######## block 1 ########
**Block 1: clock network drawn from the DEF**

Drawn at 10 px/um.
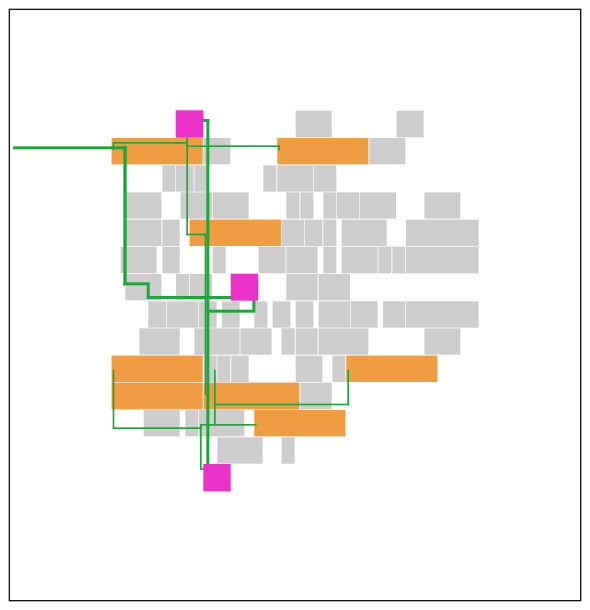
**Block 1: placement by cell class**

Drawn at 8 px/um. Fill, decap, tap and diode cells in gray.
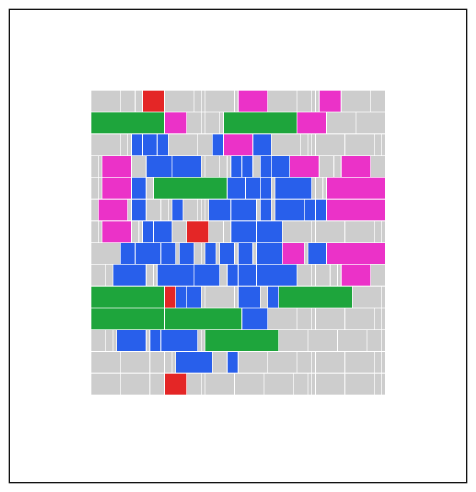
**Block 1: zoomed window**

Region (33, 34) to (53, 54) um. Cells in gray, sequential cells in the stronger gray; small squares are vias.
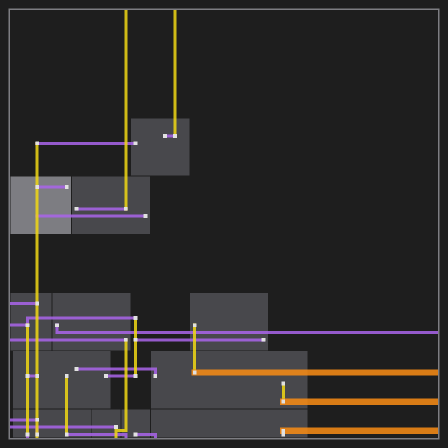
$ cat config.mk
export PLATFORM = sky130hd
export DESIGN_NAME = act_rd_sched_flat
export DESIGN_NICKNAME = d
export VERILOG_FILES = /design/src/rtl/act_rd_sched_if.sv /design/src/rtl/act_rd_sched.sv /design/src/flat_wrapper.sv
export SDC_FILE = /design/constraint.sdc
export NUM_CORES = 1
export LEC_CHECK = 0
export CORE_AREA = 10 10 47 49
export CTS_CLUSTER_DIAMETER = 60
export DETAILED_ROUTE_END_ITERATION = 8
export DIE_AREA = 0 0 57 59
export PLACE_DENSITY = 0.77
export SKIP_CTS_REPAIR_TIMING = 1
export SLEW_MARGIN = 0
export SYNTH_ARGS = -nofsm -noshare
export SYNTH_HDL_FRONTEND = slang
export SYNTH_SLANG_ARGS = --single-unit
$ cat constraint.sdc
create_clock -name clk -period 2.7 [get_ports clk]
set_input_delay 0.27 -clock clk [delete_from_list [all_inputs] [get_ports clk]]
set_output_delay 0.27 -clock clk [all_outputs]
set_load 0.1 [all_outputs]
$ cat src/rtl/act_rd_sched_if.sv
// rtl/act_rd_sched_if.sv - consumer/FIFO signal bundle for the activation FIFO read scheduler
interface act_rd_sched_if #(
  parameter int NUM_REQ = 2,
  parameter int BURST_W = 4
);
  localparam int ID_W = (NUM_REQ > 1) ? $clog2(NUM_REQ) : 1;

  logic [BURST_W-1:0] cfg_burst;
  logic [NUM_REQ-1:0] req_rdy;
  logic [NUM_REQ-1:0] req_val;
  logic               fifo_empty;
  logic               fifo_push;
  logic               fifo_pop;
  logic [ID_W-1:0]    gnt_id;
  logic               busy;

  modport master (
    input  cfg_burst,
    input  req_rdy,
    input  fifo_empty,
    input  fifo_push,
    output req_val,
    output fifo_pop,
    output gnt_id,
    output busy
  );

  modport slave (
    output cfg_burst,
    output req_rdy,
    output fifo_empty,
    output fifo_push,
    input  req_val,
    input  fifo_pop,
    input  gnt_id,
    input  busy
  );
endinterface

$ cat src/rtl/act_rd_sched.sv
// rtl/act_rd_sched.sv - round-robin burst read scheduler for the shared FWFT activation FIFO
module act_rd_sched #(
  parameter int NUM_REQ = 2,
  parameter int BURST_W = 4
) (
  input  logic              clk,
  input  logic              rst_n,
  input  logic              reset,
  act_rd_sched_if.master    bus
);
  localparam int ID_W = (NUM_REQ > 1) ? $clog2(NUM_REQ) : 1;

  typedef enum logic {
    IDLE  = 1'b0,
    GRANT = 1'b1
  } state_t;

  state_t             state_q;
  logic [ID_W-1:0]    gnt_id_q;
  logic [ID_W-1:0]    last_gnt_q;
  logic [BURST_W-1:0] cnt_q;
  logic               busy_q;

  logic               pop;
  logic [NUM_REQ-1:0] req_val_d;
  logic               sel_valid;
  logic [ID_W-1:0]    sel_id;
  logic [ID_W-1:0]    cand;
  logic [BURST_W-1:0] burst_ld;

  // Walk offsets from far to near so the nearest ready consumer after last_gnt wins.
  always_comb begin
    sel_valid = 1'b0;
    sel_id    = '0;
    cand      = '0;
    for (int k = NUM_REQ; k >= 1; k--) begin
      cand = ID_W'((int'(last_gnt_q) + k) % NUM_REQ);
      if (bus.req_rdy[cand]) begin
        sel_valid = 1'b1;
        sel_id    = cand;
      end
    end
  end

  assign burst_ld = (bus.cfg_burst == '0) ? BURST_W'(1) : bus.cfg_burst;

  // The writer always wins; a sync reset cycle must also not pop.
  always_comb begin
    pop       = 1'b0;
    req_val_d = '0;
    if (state_q == GRANT && !reset) begin
      pop = bus.req_rdy[gnt_id_q] & ~bus.fifo_empty & ~bus.fifo_push;
    end
    req_val_d[gnt_id_q] = pop;
  end

  always_ff @(posedge clk or negedge rst_n) begin
    if (!rst_n) begin
      state_q    <= IDLE;
      cnt_q      <= '0;
      gnt_id_q   <= '0;
      last_gnt_q <= ID_W'(NUM_REQ - 1);
      busy_q     <= 1'b0;
    end else if (reset) begin
      state_q    <= IDLE;
      cnt_q      <= '0;
      gnt_id_q   <= '0;
      last_gnt_q <= ID_W'(NUM_REQ - 1);
      busy_q     <= 1'b0;
    end else begin
      case (state_q)
        IDLE: begin
          if (!bus.fifo_empty && sel_valid) begin
            gnt_id_q <= sel_id;
            cnt_q    <= burst_ld;
            state_q  <= GRANT;
            busy_q   <= 1'b1;
          end
        end
        GRANT: begin
          if (!bus.req_rdy[gnt_id_q]) begin
            // Consumer backed off: give up the rest of the burst.
            last_gnt_q <= gnt_id_q;
            state_q    <= IDLE;
            busy_q     <= 1'b0;
          end else if (pop && cnt_q != '0) begin
            cnt_q <= cnt_q - BURST_W'(1);
            if (cnt_q == BURST_W'(1)) begin
              last_gnt_q <= gnt_id_q;
              state_q    <= IDLE;
              busy_q     <= 1'b0;
            end
          end
        end
        default: begin
          state_q <= IDLE;
          busy_q  <= 1'b0;
        end
      endcase
    end
  end

  assign bus.fifo_pop = pop;
  assign bus.req_val  = req_val_d;
  assign bus.gnt_id   = gnt_id_q;
  assign bus.busy     = busy_q;
endmodule

$ cat src/flat_wrapper.sv
// flat-port wrapper written by rule: the top's interface ports become plain ports
module act_rd_sched_flat 
#(
  parameter int NUM_REQ = 2,
  parameter int BURST_W = 4
)
  (clk, rst_n, reset, bus_cfg_burst, bus_req_rdy, bus_fifo_empty, bus_fifo_push, bus_req_val, bus_fifo_pop, bus_gnt_id, bus_busy);
  act_rd_sched_if #(.NUM_REQ(NUM_REQ), .BURST_W(BURST_W)) bus_i ();
  input  logic clk;
  input  logic rst_n;
  input  logic reset;
  input wire logic [$bits(bus_i.cfg_burst)-1:0] bus_cfg_burst;
  input wire logic [$bits(bus_i.req_rdy)-1:0] bus_req_rdy;
  input wire logic [$bits(bus_i.fifo_empty)-1:0] bus_fifo_empty;
  input wire logic [$bits(bus_i.fifo_push)-1:0] bus_fifo_push;
  output wire logic [$bits(bus_i.req_val)-1:0] bus_req_val;
  output wire logic [$bits(bus_i.fifo_pop)-1:0] bus_fifo_pop;
  output wire logic [$bits(bus_i.gnt_id)-1:0] bus_gnt_id;
  output wire logic [$bits(bus_i.busy)-1:0] bus_busy;
  assign bus_i.cfg_burst = bus_cfg_burst;
  assign bus_i.req_rdy = bus_req_rdy;
  assign bus_i.fifo_empty = bus_fifo_empty;
  assign bus_i.fifo_push = bus_fifo_push;
  assign bus_req_val = bus_i.req_val;
  assign bus_fifo_pop = bus_i.fifo_pop;
  assign bus_gnt_id = bus_i.gnt_id;
  assign bus_busy = bus_i.busy;
  act_rd_sched #(.NUM_REQ(NUM_REQ), .BURST_W(BURST_W)) u_core (.clk(clk), .rst_n(rst_n), .reset(reset), .bus(bus_i));
endmodule
==> qor.csv <==
stage,metric,value,unit
run_status,run_status,completed,
setup_path,cpLargestDelayFamily,simple AND/OR/NAND/NOR gates,
setup_path,critical_path.endpoint,bus_req_val[0],
timing,postLayoutSetupSlackWorst,0.639,ns
die,die-width,57,um
drt,vias_post_dr,536,
timing,final.setup.tns,0,ns
drt,drtIter0Drc,10,
clocking,clock_insertion_delay_worst_skew,0.27,ns
timing,max_slew.worst_pin.slew,0.551,ns
final_layout,final_cell_count_no_fill,97,
clocking,cts_sinks,8,
pwr,power_density,472,nW/um^2
final_layout,final_standard_cell_area_without_fillers,776,sq um
synth,ys_cells,63,
synth,post_syn_area,554,sq um
drt,vias_per_cell,5.53,
synth,async_reset_ff_share,100,%
setup_path,cp_data_required_time,2.43,ns
timing,timing_hold_violations_final,0,
setup_path,crit_start,u_core.state_q,
drt,met3_length,113,um
synth,synth_top_flop_cell,dfrtp_1,
clocking,clockBufferDepth,2,
setup_path,critical_path_buf_inv_count,1,
synth,synth_cells,63,
final_layout,layout_top_cell_excl_fill_tap,nor2_1,
die,tapCellCount,16,
synth,synth_chip_area,554,sq um
pwr,power_report.internal_total,0.000237,W
timing,setup_repair_after_global_routing_missed_its_margin,false,
final_layout,area_share_clock_buf_inv,3.39,%
synth,synth_dominant_cell_count,nor2_1,
grt,grt_pass1_vias,564,
grt,top_usage_layer_grt,met2,
placed_design,port_buffers,15,
setup_path,critical-path-slowest-cell,or4b_4,
timing,worst_hold_slack,0.284,ns
final_layout,buffer_area_share,23.5,%
Notes on 'clock network drawn from the DEF' of block 1 above:
[magenta] cells driving clock nets | count: 3
[orange] flip-flops | count: 8
[green] clock wires | length: 179 um
routed clock nets	4
power attributed to the clock group: 0.000109 W
Clk pwr share: 29.7%
Layout Skew: 0.00788 ns

Notes on 'placement by cell class' of block 1 above:
color	class	cells
blue	all other logic	53
green	flops	8
red	clock drivers and dummy loads	4
magenta	other buffers and delay cells	16
final cell utilization of the core: 55.4%
sequential share of cell area: 26.0%

Notes on 'zoomed window' of block 1 above:
color	layer
orange	met3
purple	met1
yellow	met2
cells with their middle in the window	11
most frequent	clkdlybuf4s50_1 (3), buf_12 (2)
sequential cells in the window	0


######## block 2 ########
**Block 2: routing congestion map**

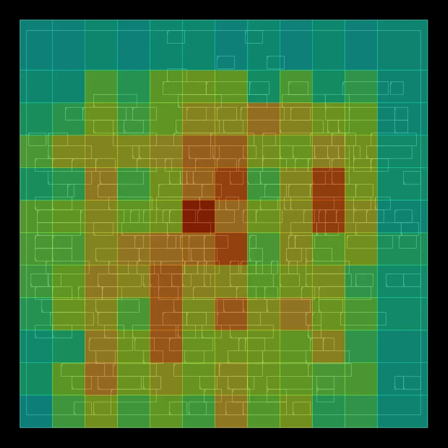
**Block 2: clock network drawn from the DEF**

Drawn at 6 px/um.
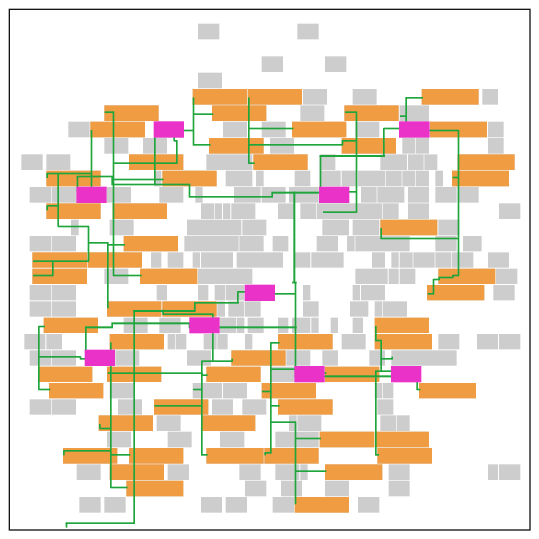
**Block 2: PDN straps and rails**

Drawn at 4 px/um. Pins as bars on the die edge.
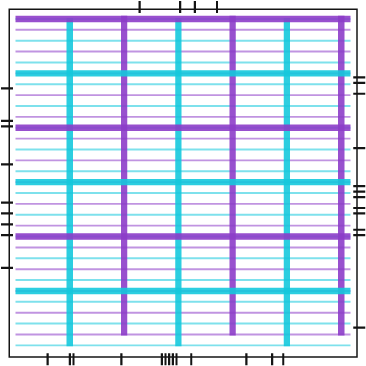
## src/rtl/seven_seg_scanner.sv

```systemverilog
// Multiplexed 7-segment scanner: steps one digit per scan_clk rise, with a shadow register that commits at frame end.
// Latency: an/seg/dp are registered, one clk after idx/disp change. load_ack follows the committing tick by one clk.
// Backpressure: none. load is always accepted; a pending shadow is overwritten (last write wins), busy flags it.
//
// Ports:
//   clk, rst (async, active-low), scan_clk (divided clock, same clk domain)
//   digits_in / dp_in / load  -> shadow capture
//   busy, load_ack            -> commit status
//   seg, dp, an               -> display drive (polarity set by parameters)
// Optional build macro: LEADING_ZERO_BLANK_EN blanks zero digits above the highest nonzero digit.
module seven_seg_scanner #(
   parameter int N_DIGITS       = 4,
   parameter bit SEG_ACTIVE_LOW = 1'b1,
   parameter bit AN_ACTIVE_LOW  = 1'b1
) (
   input  logic                  clk,
   input  logic                  rst,
   input  logic                  scan_clk,
   input  logic [4*N_DIGITS-1:0] digits_in,
   input  logic [N_DIGITS-1:0]   dp_in,
   input  logic                  load,
   output logic                  busy,
   output logic                  load_ack,
   output logic [6:0]            seg,
   output logic                  dp,
   output logic [N_DIGITS-1:0]   an
);

   localparam int               IDX_W    = (N_DIGITS > 1) ? $clog2(N_DIGITS) : 1;
   localparam logic [IDX_W-1:0] IDX_LAST = IDX_W'(N_DIGITS - 1);
   localparam logic [6:0]       SEG_OFF  = {7{SEG_ACTIVE_LOW}};
   localparam logic             DP_OFF   = SEG_ACTIVE_LOW;
   localparam logic [N_DIGITS-1:0] AN_OFF = {N_DIGITS{AN_ACTIVE_LOW}};

   logic                  scan_q;
   logic [IDX_W-1:0]      idx;
   logic [4*N_DIGITS-1:0] shadow;
   logic [N_DIGITS-1:0]   shadow_dp;
   logic [4*N_DIGITS-1:0] disp;
   logic [N_DIGITS-1:0]   disp_dp;

   logic                  tick;
   logic                  commit;
   logic [3:0]            cur_nib;
   logic                  cur_dp;
   logic [N_DIGITS-1:0]   an_onehot;
   logic                  blank;

   // Active-high gfedcba pattern for one hex nibble.
   function automatic logic [6:0] hex_to_seg(input logic [3:0] h);
      logic [6:0] s;
      case (h)
         4'h0: s = 7'b0111111;
         4'h1: s = 7'b0000110;
         4'h2: s = 7'b1011011;
         4'h3: s = 7'b1001111;
         4'h4: s = 7'b1100110;
         4'h5: s = 7'b1101101;
         4'h6: s = 7'b1111101;
         4'h7: s = 7'b0000111;
         4'h8: s = 7'b1111111;
         4'h9: s = 7'b1101111;
         4'hA: s = 7'b1110111;
         4'hB: s = 7'b1111100;
         4'hC: s = 7'b0111001;
         4'hD: s = 7'b1011110;
         4'hE: s = 7'b1111001;
         default: s = 7'b1110001;
      endcase
      return s;
   endfunction

   // scan_clk is generated from clk, so a plain edge detect is safe here.
   assign tick   = scan_clk & ~scan_q;
   // Commit only when the last digit of a frame is left, so a frame is never mixed.
   assign commit = tick & (idx == IDX_LAST) & busy;

   always_comb begin
      cur_nib   = 4'h0;
      cur_dp    = 1'b0;
      an_onehot = '0;
      for (int i = 0; i < N_DIGITS; i++) begin
         if (idx == IDX_W'(i)) begin
            cur_nib      = disp[4*i +: 4];
            cur_dp       = disp_dp[i];
            an_onehot[i] = 1'b1;
         end
      end
   end

`ifdef LEADING_ZERO_BLANK_EN
   // Blank when this digit and every digit above it are zero; digit0 always shows.
   always_comb begin
      blank = (idx != '0);
      for (int i = 0; i < N_DIGITS; i++) begin
         if ((IDX_W'(i) >= idx) && (disp[4*i +: 4] != 4'h0))
            blank = 1'b0;
      end
   end
`else
   always_comb begin
      blank = 1'b0;
   end
`endif

   always_ff @(posedge clk or negedge rst) begin
      if (!rst) begin
         scan_q    <= 1'b0;
         idx       <= '0;
         shadow    <= '0;
         shadow_dp <= '0;
         disp      <= '0;
         disp_dp   <= '0;
         busy      <= 1'b0;
         load_ack  <= 1'b0;
         an        <= AN_OFF;
         seg       <= SEG_OFF;
         dp        <= DP_OFF;
      end else begin
         scan_q   <= scan_clk;
         load_ack <= commit;

         if (tick)
            idx <= (idx == IDX_LAST) ? '0 : idx + 1'b1;

         // disp takes the pre-edge shadow even if load overwrites it in the same cycle.
         if (commit) begin
            disp    <= shadow;
            disp_dp <= shadow_dp;
         end

         if (load) begin
            shadow    <= digits_in;
            shadow_dp <= dp_in;
            busy      <= 1'b1;
         end else if (commit) begin
            busy <= 1'b0;
         end

         an <= AN_ACTIVE_LOW ? ~an_onehot : an_onehot;
         if (blank) begin
            seg <= SEG_OFF;
            dp  <= DP_OFF;
         end else begin
            seg <= SEG_ACTIVE_LOW ? ~hex_to_seg(cur_nib) : hex_to_seg(cur_nib);
            dp  <= cur_dp ^ SEG_ACTIVE_LOW;
         end
      end
   end

endmodule
```

## config.mk

```make
export PLATFORM = sky130hd
export DESIGN_NAME = seven_seg_scanner
export DESIGN_NICKNAME = d
export VERILOG_FILES = /design/src/rtl/seven_seg_scanner.sv
export SDC_FILE = /design/constraint.sdc
export NUM_CORES = 1
export LEC_CHECK = 0
export CAP_MARGIN = 15
export CORE_UTILIZATION = 35
export CTS_CLUSTER_SIZE = 25
export DETAILED_ROUTE_END_ITERATION = 7
export MAX_ROUTING_LAYER = met4
export SLEW_MARGIN = 10
export SYNTH_ARGS = -nofsm -noshare
export SYNTH_HDL_FRONTEND = slang
export SYNTH_SLANG_ARGS = --single-unit
```

## constraint.sdc

```tcl
create_clock -name clk -period 2.05 [get_ports clk]
set_clock_uncertainty 0.05 [all_clocks]
set_input_delay 0.3075 -clock clk [delete_from_list [all_inputs] [get_ports clk]]
set_output_delay 0.3075 -clock clk [all_outputs]
set_load 0.05 [all_outputs]
```

==> qor.csv <==
stage,metric,value,unit
run_status,run_status,completed,
drt,met3_length,248,um
drt,met2WireLength,2290,um
final_layout,n_fill_cell,620,
synth,synth.largest_area_cell,dfrtp_1,
placed_design,post_dp_cell_area,3130,sq um
clocking,htree_levels,3,
grt,grt_first_pass_wirelength,8080,um
setup_path,timing.critical_path.from_type,register,
final_layout,final_nets,282,
drt,vias_per_cell,4.64,
synth,synthTopLogicFamily,multiplexers,
final_layout,layout.sequential_cells,57,
synth,yosysWarningCount,0,
timing,worst_hold_slack,0.377,ns
timing,setup_repair_after_global_routing_missed_its_margin,true,
drt,drtPass1Iterations,4,
hold_path,worstHoldPathType,reg2reg,
clocking,setup_fix_bufs_post_cts,0,
timing,final_max_slew_viol_count,0,
clocking,cts_bufs_inserted,9,
final_layout,buffer_area_share,16.4,%
placed_design,hpwlAfterDp,3280,um
clocking,cts_tree,done,
clocking,clock_insertion_delay_worst_skew,0.33,ns
final_layout,post_route_cells_drive_above_1_share,47.2,%
drt,route.detailed.wl_per_inst,13.9,um
die,tapCellCount,96,
timing,postLayoutSetupSlackWorst,0.0470,ns
grt,grt_use_met3,6.00,%
drt,vias_post_dr,1616,
drt,final_antenna_net_count,0,
synth,seq_area_frac_synth,57.6,%
synth,floorplan.nets,215,
grt,overflow,0,
final_layout,area_share_clock_buf_inv,6.40,%
clocking,ctsHoldBuffers,1,
drt,drc,0,
synth,synth_cells,180,
pwr,p_seq_share,30.7,%
setup_path,cp_slowest_stage_delay,0.79,ns
final_layout,multi_input_comb_area,1080,sq um
final_layout,seq-cell-share,41.5,%
pwr,power_report.internal_total,0.00367,W
Notes on 'routing congestion map' of block 2 above:
total routing resource utilization after global routing: 15.2%
Top Usage Layer GRT: met2
met1 GRT Util: 18.6%
final cell utilization of the core: 50.9%

Notes on 'clock network drawn from the DEF' of block 2 above:
[green] clock wires | length: 754 um
[magenta] cells driving clock nets | count: 9
[orange] flip-flops | count: 57
flops lie	spread over the die
Clk pwr share: 20.4%
power attributed to the clock group: 0.00117 W

Notes on 'PDN straps and rails' of block 2 above:
color	net
cyan	VSS
purple	VDD
rows	30
met4 straps	6
width of the die: 86.6 um
standard cell core area: 6830 sq um
maximum VDD drop: 554 uV


######## block 3 ########
**Block 3: PDN straps and rails**

Drawn at 3 px/um. Pins as bars on the die edge.
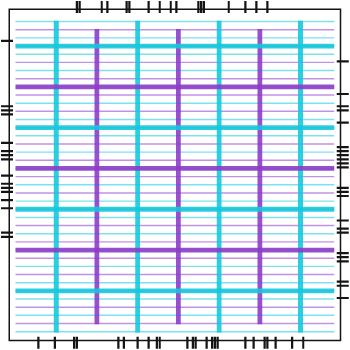
**config.mk**
```make
export PLATFORM = sky130hd
export DESIGN_NAME = instr_decode_fsm
export DESIGN_NICKNAME = d
export VERILOG_FILES = /design/src/rtl/instr_decode_fsm.sv
export SDC_FILE = /design/constraint.sdc
export NUM_CORES = 1
export LEC_CHECK = 0
export CAP_MARGIN = 15
export CELL_PAD_IN_SITES_DETAIL_PLACEMENT = 0
export CELL_PAD_IN_SITES_GLOBAL_PLACEMENT = 2
export CORE_MARGIN = 1.5
export CORE_UTILIZATION = 25
export CTS_CLUSTER_DIAMETER = 150
export DETAILED_ROUTE_END_ITERATION = 8
export GPL_TIMING_DRIVEN = 1
export PLACE_DENSITY_LB_ADDON = 0.1
export SETUP_SLACK_MARGIN = 0.4
export SKIP_CTS_REPAIR_TIMING = 1
export SLEW_MARGIN = 20
export SYNTH_ARGS = -nofsm -noshare
export SYNTH_HDL_FRONTEND = slang
export SYNTH_SLANG_ARGS = --single-unit
```
**constraint.sdc**
```tcl
create_clock -name clk -period 1.7 [get_ports clk]
set_clock_uncertainty 0.05 [all_clocks]
set_input_delay 0.255 -clock clk [delete_from_list [all_inputs] [get_ports clk]]
set_output_delay 0.255 -clock clk [all_outputs]
set_load 0.01 [all_outputs]
```
**src/rtl/instr_decode_fsm.sv**
```systemverilog
// ----------------------------------------------------------------------------
// instr_decode_fsm
//
// Fetch/decode controller. It fetches 16-bit instruction words over a simple
// req/ack memory handshake and turns each one into the control word the
// regfile/ALU datapath already consumes: a one-hot regfile write enable,
// operand A/B register selects, an immediate select and the raw instruction
// word (op/imm fields) for the ALU.
//
// Instruction word: op=[15:12] rd=[11:8] ext=[7:4] rs=[3:0] imm=[7:0]
//   0x0000            NOP
//   0xFFFF            HALT
//   op=0x0 (not NOP)  register form   A=rd, B=rs
//   op=0x1..0xE       immediate form  A=rd, B=imm
//   op=0xF (not HALT) illegal
//
// Sequence: FETCH (>=1 cycle) -> DECODE (1) -> EXECUTE (1) -> FETCH ...
//           HALT is terminal until reset.
//
// Ports
//   clk            in   system clock, rising edge
//   reset          in   synchronous, active-high reset
//   o_mem_req      out  instruction fetch request
//   o_mem_addr     out  fetch address (= PC)
//   i_mem_ack      in   fetch data valid on i_mem_rdata this cycle
//   i_mem_rdata    in   instruction word
//   o_reg_enable   out  one-hot regfile write enable (bit n = rN)
//   o_mux_a        out  operand A register select
//   o_mux_b        out  operand B register select
//   o_mux_c        out  0 = B from register, 1 = B from immediate
//   o_alu_control  out  instruction word presented to the ALU
//   o_retire       out  one-cycle pulse per completed instruction
//   o_illegal      out  one-cycle pulse on an undefined opcode
//   o_halted       out  high while in HALT
//
// All outputs come straight from flops.
// ----------------------------------------------------------------------------
module instr_decode_fsm #(
  parameter int                 ADDR_W    = 16,
  parameter logic [ADDR_W-1:0]  BOOT_ADDR = '0
) (
  input  logic              clk,
  input  logic              reset,
  output logic              o_mem_req,
  output logic [ADDR_W-1:0] o_mem_addr,
  input  logic              i_mem_ack,
  input  logic [15:0]       i_mem_rdata,
  output logic [15:0]       o_reg_enable,
  output logic [3:0]        o_mux_a,
  output logic [3:0]        o_mux_b,
  output logic              o_mux_c,
  output logic [15:0]       o_alu_control,
  output logic              o_retire,
  output logic              o_illegal,
  output logic              o_halted
);

  typedef enum logic [1:0] {
    S_FETCH   = 2'd0,
    S_DECODE  = 2'd1,
    S_EXECUTE = 2'd2,
    S_HALT    = 2'd3
  } state_t;

  // Decoded view of the instruction register.
  typedef struct packed {
    logic       is_nop;
    logic       is_halt;
    logic       is_reg;
    logic       is_imm;
    logic       is_ill;
    logic [3:0] rd;
    logic [3:0] rs;
  } dec_t;

  // --------------------------------------------------------------------------
  // State
  // --------------------------------------------------------------------------
  state_t            r_state;
  logic [ADDR_W-1:0] r_pc;
  logic [15:0]       r_ir;
  logic              r_mem_req;
  logic [15:0]       r_reg_enable;
  logic [3:0]        r_mux_a;
  logic [3:0]        r_mux_b;
  logic              r_mux_c;
  logic [15:0]       r_alu_control;
  logic              r_retire;
  logic              r_illegal;
  logic              r_halted;

  // --------------------------------------------------------------------------
  // Next-state values
  // --------------------------------------------------------------------------
  state_t            w_state_nxt;
  logic [ADDR_W-1:0] w_pc_nxt;
  logic [15:0]       w_ir_nxt;
  logic              w_mem_req_nxt;
  logic [15:0]       w_reg_enable_nxt;
  logic [3:0]        w_mux_a_nxt;
  logic [3:0]        w_mux_b_nxt;
  logic              w_mux_c_nxt;
  logic [15:0]       w_alu_control_nxt;
  logic              w_retire_nxt;
  logic              w_illegal_nxt;
  logic              w_halted_nxt;

  dec_t              w_dec;

  // --------------------------------------------------------------------------
  // Instruction classification
  // --------------------------------------------------------------------------
  always_comb begin
    w_dec         = '0;
    w_dec.rd      = r_ir[11:8];
    w_dec.rs      = r_ir[3:0];
    w_dec.is_nop  = (r_ir == 16'h0000);
    w_dec.is_halt = (r_ir == 16'hFFFF);
    w_dec.is_reg  = (r_ir[15:12] == 4'h0) && !w_dec.is_nop;
    w_dec.is_imm  = (r_ir[15:12] != 4'h0) && (r_ir[15:12] != 4'hF);
    w_dec.is_ill  = (r_ir[15:12] == 4'hF) && !w_dec.is_halt;
  end

  // --------------------------------------------------------------------------
  // Next-state / output logic
  // --------------------------------------------------------------------------
  always_comb begin
    // Hold everything by default; the one-cycle pulses default low.
    w_state_nxt       = r_state;
    w_pc_nxt          = r_pc;
    w_ir_nxt          = r_ir;
    w_mem_req_nxt     = r_mem_req;
    w_reg_enable_nxt  = '0;
    w_mux_a_nxt       = r_mux_a;
    w_mux_b_nxt       = r_mux_b;
    w_mux_c_nxt       = r_mux_c;
    w_alu_control_nxt = r_alu_control;
    w_retire_nxt      = 1'b0;
    w_illegal_nxt     = 1'b0;
    w_halted_nxt      = r_halted;

    unique case (r_state)
      S_FETCH: begin
        // Entering FETCH from EXECUTE already raises the request, so the
        // request is up in the first FETCH cycle. Only the first cycle out of
        // reset has it low; an ack is only meaningful with a request up.
        if (!r_mem_req) begin
          w_mem_req_nxt = 1'b1;
        end else if (i_mem_ack) begin
          w_ir_nxt      = i_mem_rdata;
          w_mem_req_nxt = 1'b0;
          w_state_nxt   = S_DECODE;
        end
      end

      S_DECODE: begin
        if (w_dec.is_halt) begin
          // Controls keep their previous values; nothing is written.
          w_halted_nxt = 1'b1;
          w_state_nxt  = S_HALT;
        end else begin
          // Selects are loaded here so they are already stable in the
          // cycle the write enable fires, and hold until the next DECODE.
          w_mux_a_nxt       = w_dec.rd;
          w_mux_b_nxt       = w_dec.is_imm ? 4'h0 : w_dec.rs;
          w_mux_c_nxt       = w_dec.is_imm;
          w_alu_control_nxt = r_ir;
          // Pulses registered now so they are visible during EXECUTE.
          if (w_dec.is_reg || w_dec.is_imm)
            w_reg_enable_nxt = 16'h0001 << w_dec.rd;
          w_retire_nxt  = 1'b1;
          w_illegal_nxt = w_dec.is_ill;
          w_state_nxt   = S_EXECUTE;
        end
      end

      S_EXECUTE: begin
        // PC wraps silently at 2^ADDR_W.
        w_pc_nxt      = r_pc + ADDR_W'(1);
        w_mem_req_nxt = 1'b1;
        w_state_nxt   = S_FETCH;
      end

      S_HALT: begin
        w_mem_req_nxt = 1'b0;
        w_halted_nxt  = 1'b1;
      end

      default: begin
        w_state_nxt = S_FETCH;
      end
    endcase
  end

  // --------------------------------------------------------------------------
  // Registers. Reset has priority over a same-cycle ack.
  // --------------------------------------------------------------------------
  always_ff @(posedge clk) begin
    if (reset) begin
      r_state       <= S_FETCH;
      r_pc          <= BOOT_ADDR;
      r_ir          <= '0;
      r_mem_req     <= 1'b0;
      r_reg_enable  <= '0;
      r_mux_a       <= '0;
      r_mux_b       <= '0;
      r_mux_c       <= 1'b0;
      r_alu_control <= '0;
      r_retire      <= 1'b0;
      r_illegal     <= 1'b0;
      r_halted      <= 1'b0;
    end else begin
      r_state       <= w_state_nxt;
      r_pc          <= w_pc_nxt;
      r_ir          <= w_ir_nxt;
      r_mem_req     <= w_mem_req_nxt;
      r_reg_enable  <= w_reg_enable_nxt;
      r_mux_a       <= w_mux_a_nxt;
      r_mux_b       <= w_mux_b_nxt;
      r_mux_c       <= w_mux_c_nxt;
      r_alu_control <= w_alu_control_nxt;
      r_retire      <= w_retire_nxt;
      r_illegal     <= w_illegal_nxt;
      r_halted      <= w_halted_nxt;
    end
  end

  assign o_mem_req     = r_mem_req;
  assign o_mem_addr    = r_pc;
  assign o_reg_enable  = r_reg_enable;
  assign o_mux_a       = r_mux_a;
  assign o_mux_b       = r_mux_b;
  assign o_mux_c       = r_mux_c;
  assign o_alu_control = r_alu_control;
  assign o_retire      = r_retire;
  assign o_illegal     = r_illegal;
  assign o_halted      = r_halted;

endmodule

```
==> qor.csv <==
stage,metric,value,unit
pwr,clockNetworkPower,0.00194,W
synth,post_syn_area,2860,sq um
synth,synth_chip_area,2860,sq um
clocking,cts_tree,done,
timing,worst_hold_slack,0.301,ns
drt,highest_layer,met4,
clocking,htree_levels,3,
setup_path,critical-path-slowest-cell,o41a_1,
final_layout,num-multi-input-gates,222,
synth,common_cells,"dfxtp_1 (75), nand2_1 (65), nor2_1 (36)",
synth,synth_cells,321,
final_layout,post_route_cells_drive_above_1_share,38.3,%
setup_path,cpLargestDelayFamily,AND-OR/OR-AND gates,
run_status,run_status,completed,
synth,mux_share,1.14,%
synth,synth_compound_gate_area_share,10.5,%
setup_path,crit_start,r_ir[0],
grt,top_usage_layer_grt,met1,
synth,floorplan.nets,341,
pwr,p_seq_share,43.8,%
grt,grt_use_met3,3.85,%
final_layout,final_standard_cell_area_without_fillers,5120,sq um
hold_path,min_delay_path_depth,3,
placed_design,placement.setup.worst_slack,0.0192,ns
synth,synth.distinct_cells,44,
placed_design,gp_routability_congestion,0.747,
pwr,power_density,808,nW/um^2
drt,vias_post_dr,2639,
drt,vias_per_cell,4.54,
pwr,comb_cell_power,0.000381,W
placed_design,post_dp_cell_area,3970,sq um
timing,post-route-period-util,96.5,%
## Picture notes: 'PDN straps and rails' of block 3
color	net
cyan	VSS
purple	VDD
rows	38
met4 straps	7
met5 straps	7
met1 rails	39
signal pins	80
width of the die: 110 um
maximum VDD drop: 446 uV
standard cell core area: 11000 sq um
overall die height: 110 um


No activity file was given, so power comes from the tool's default toggle rates.
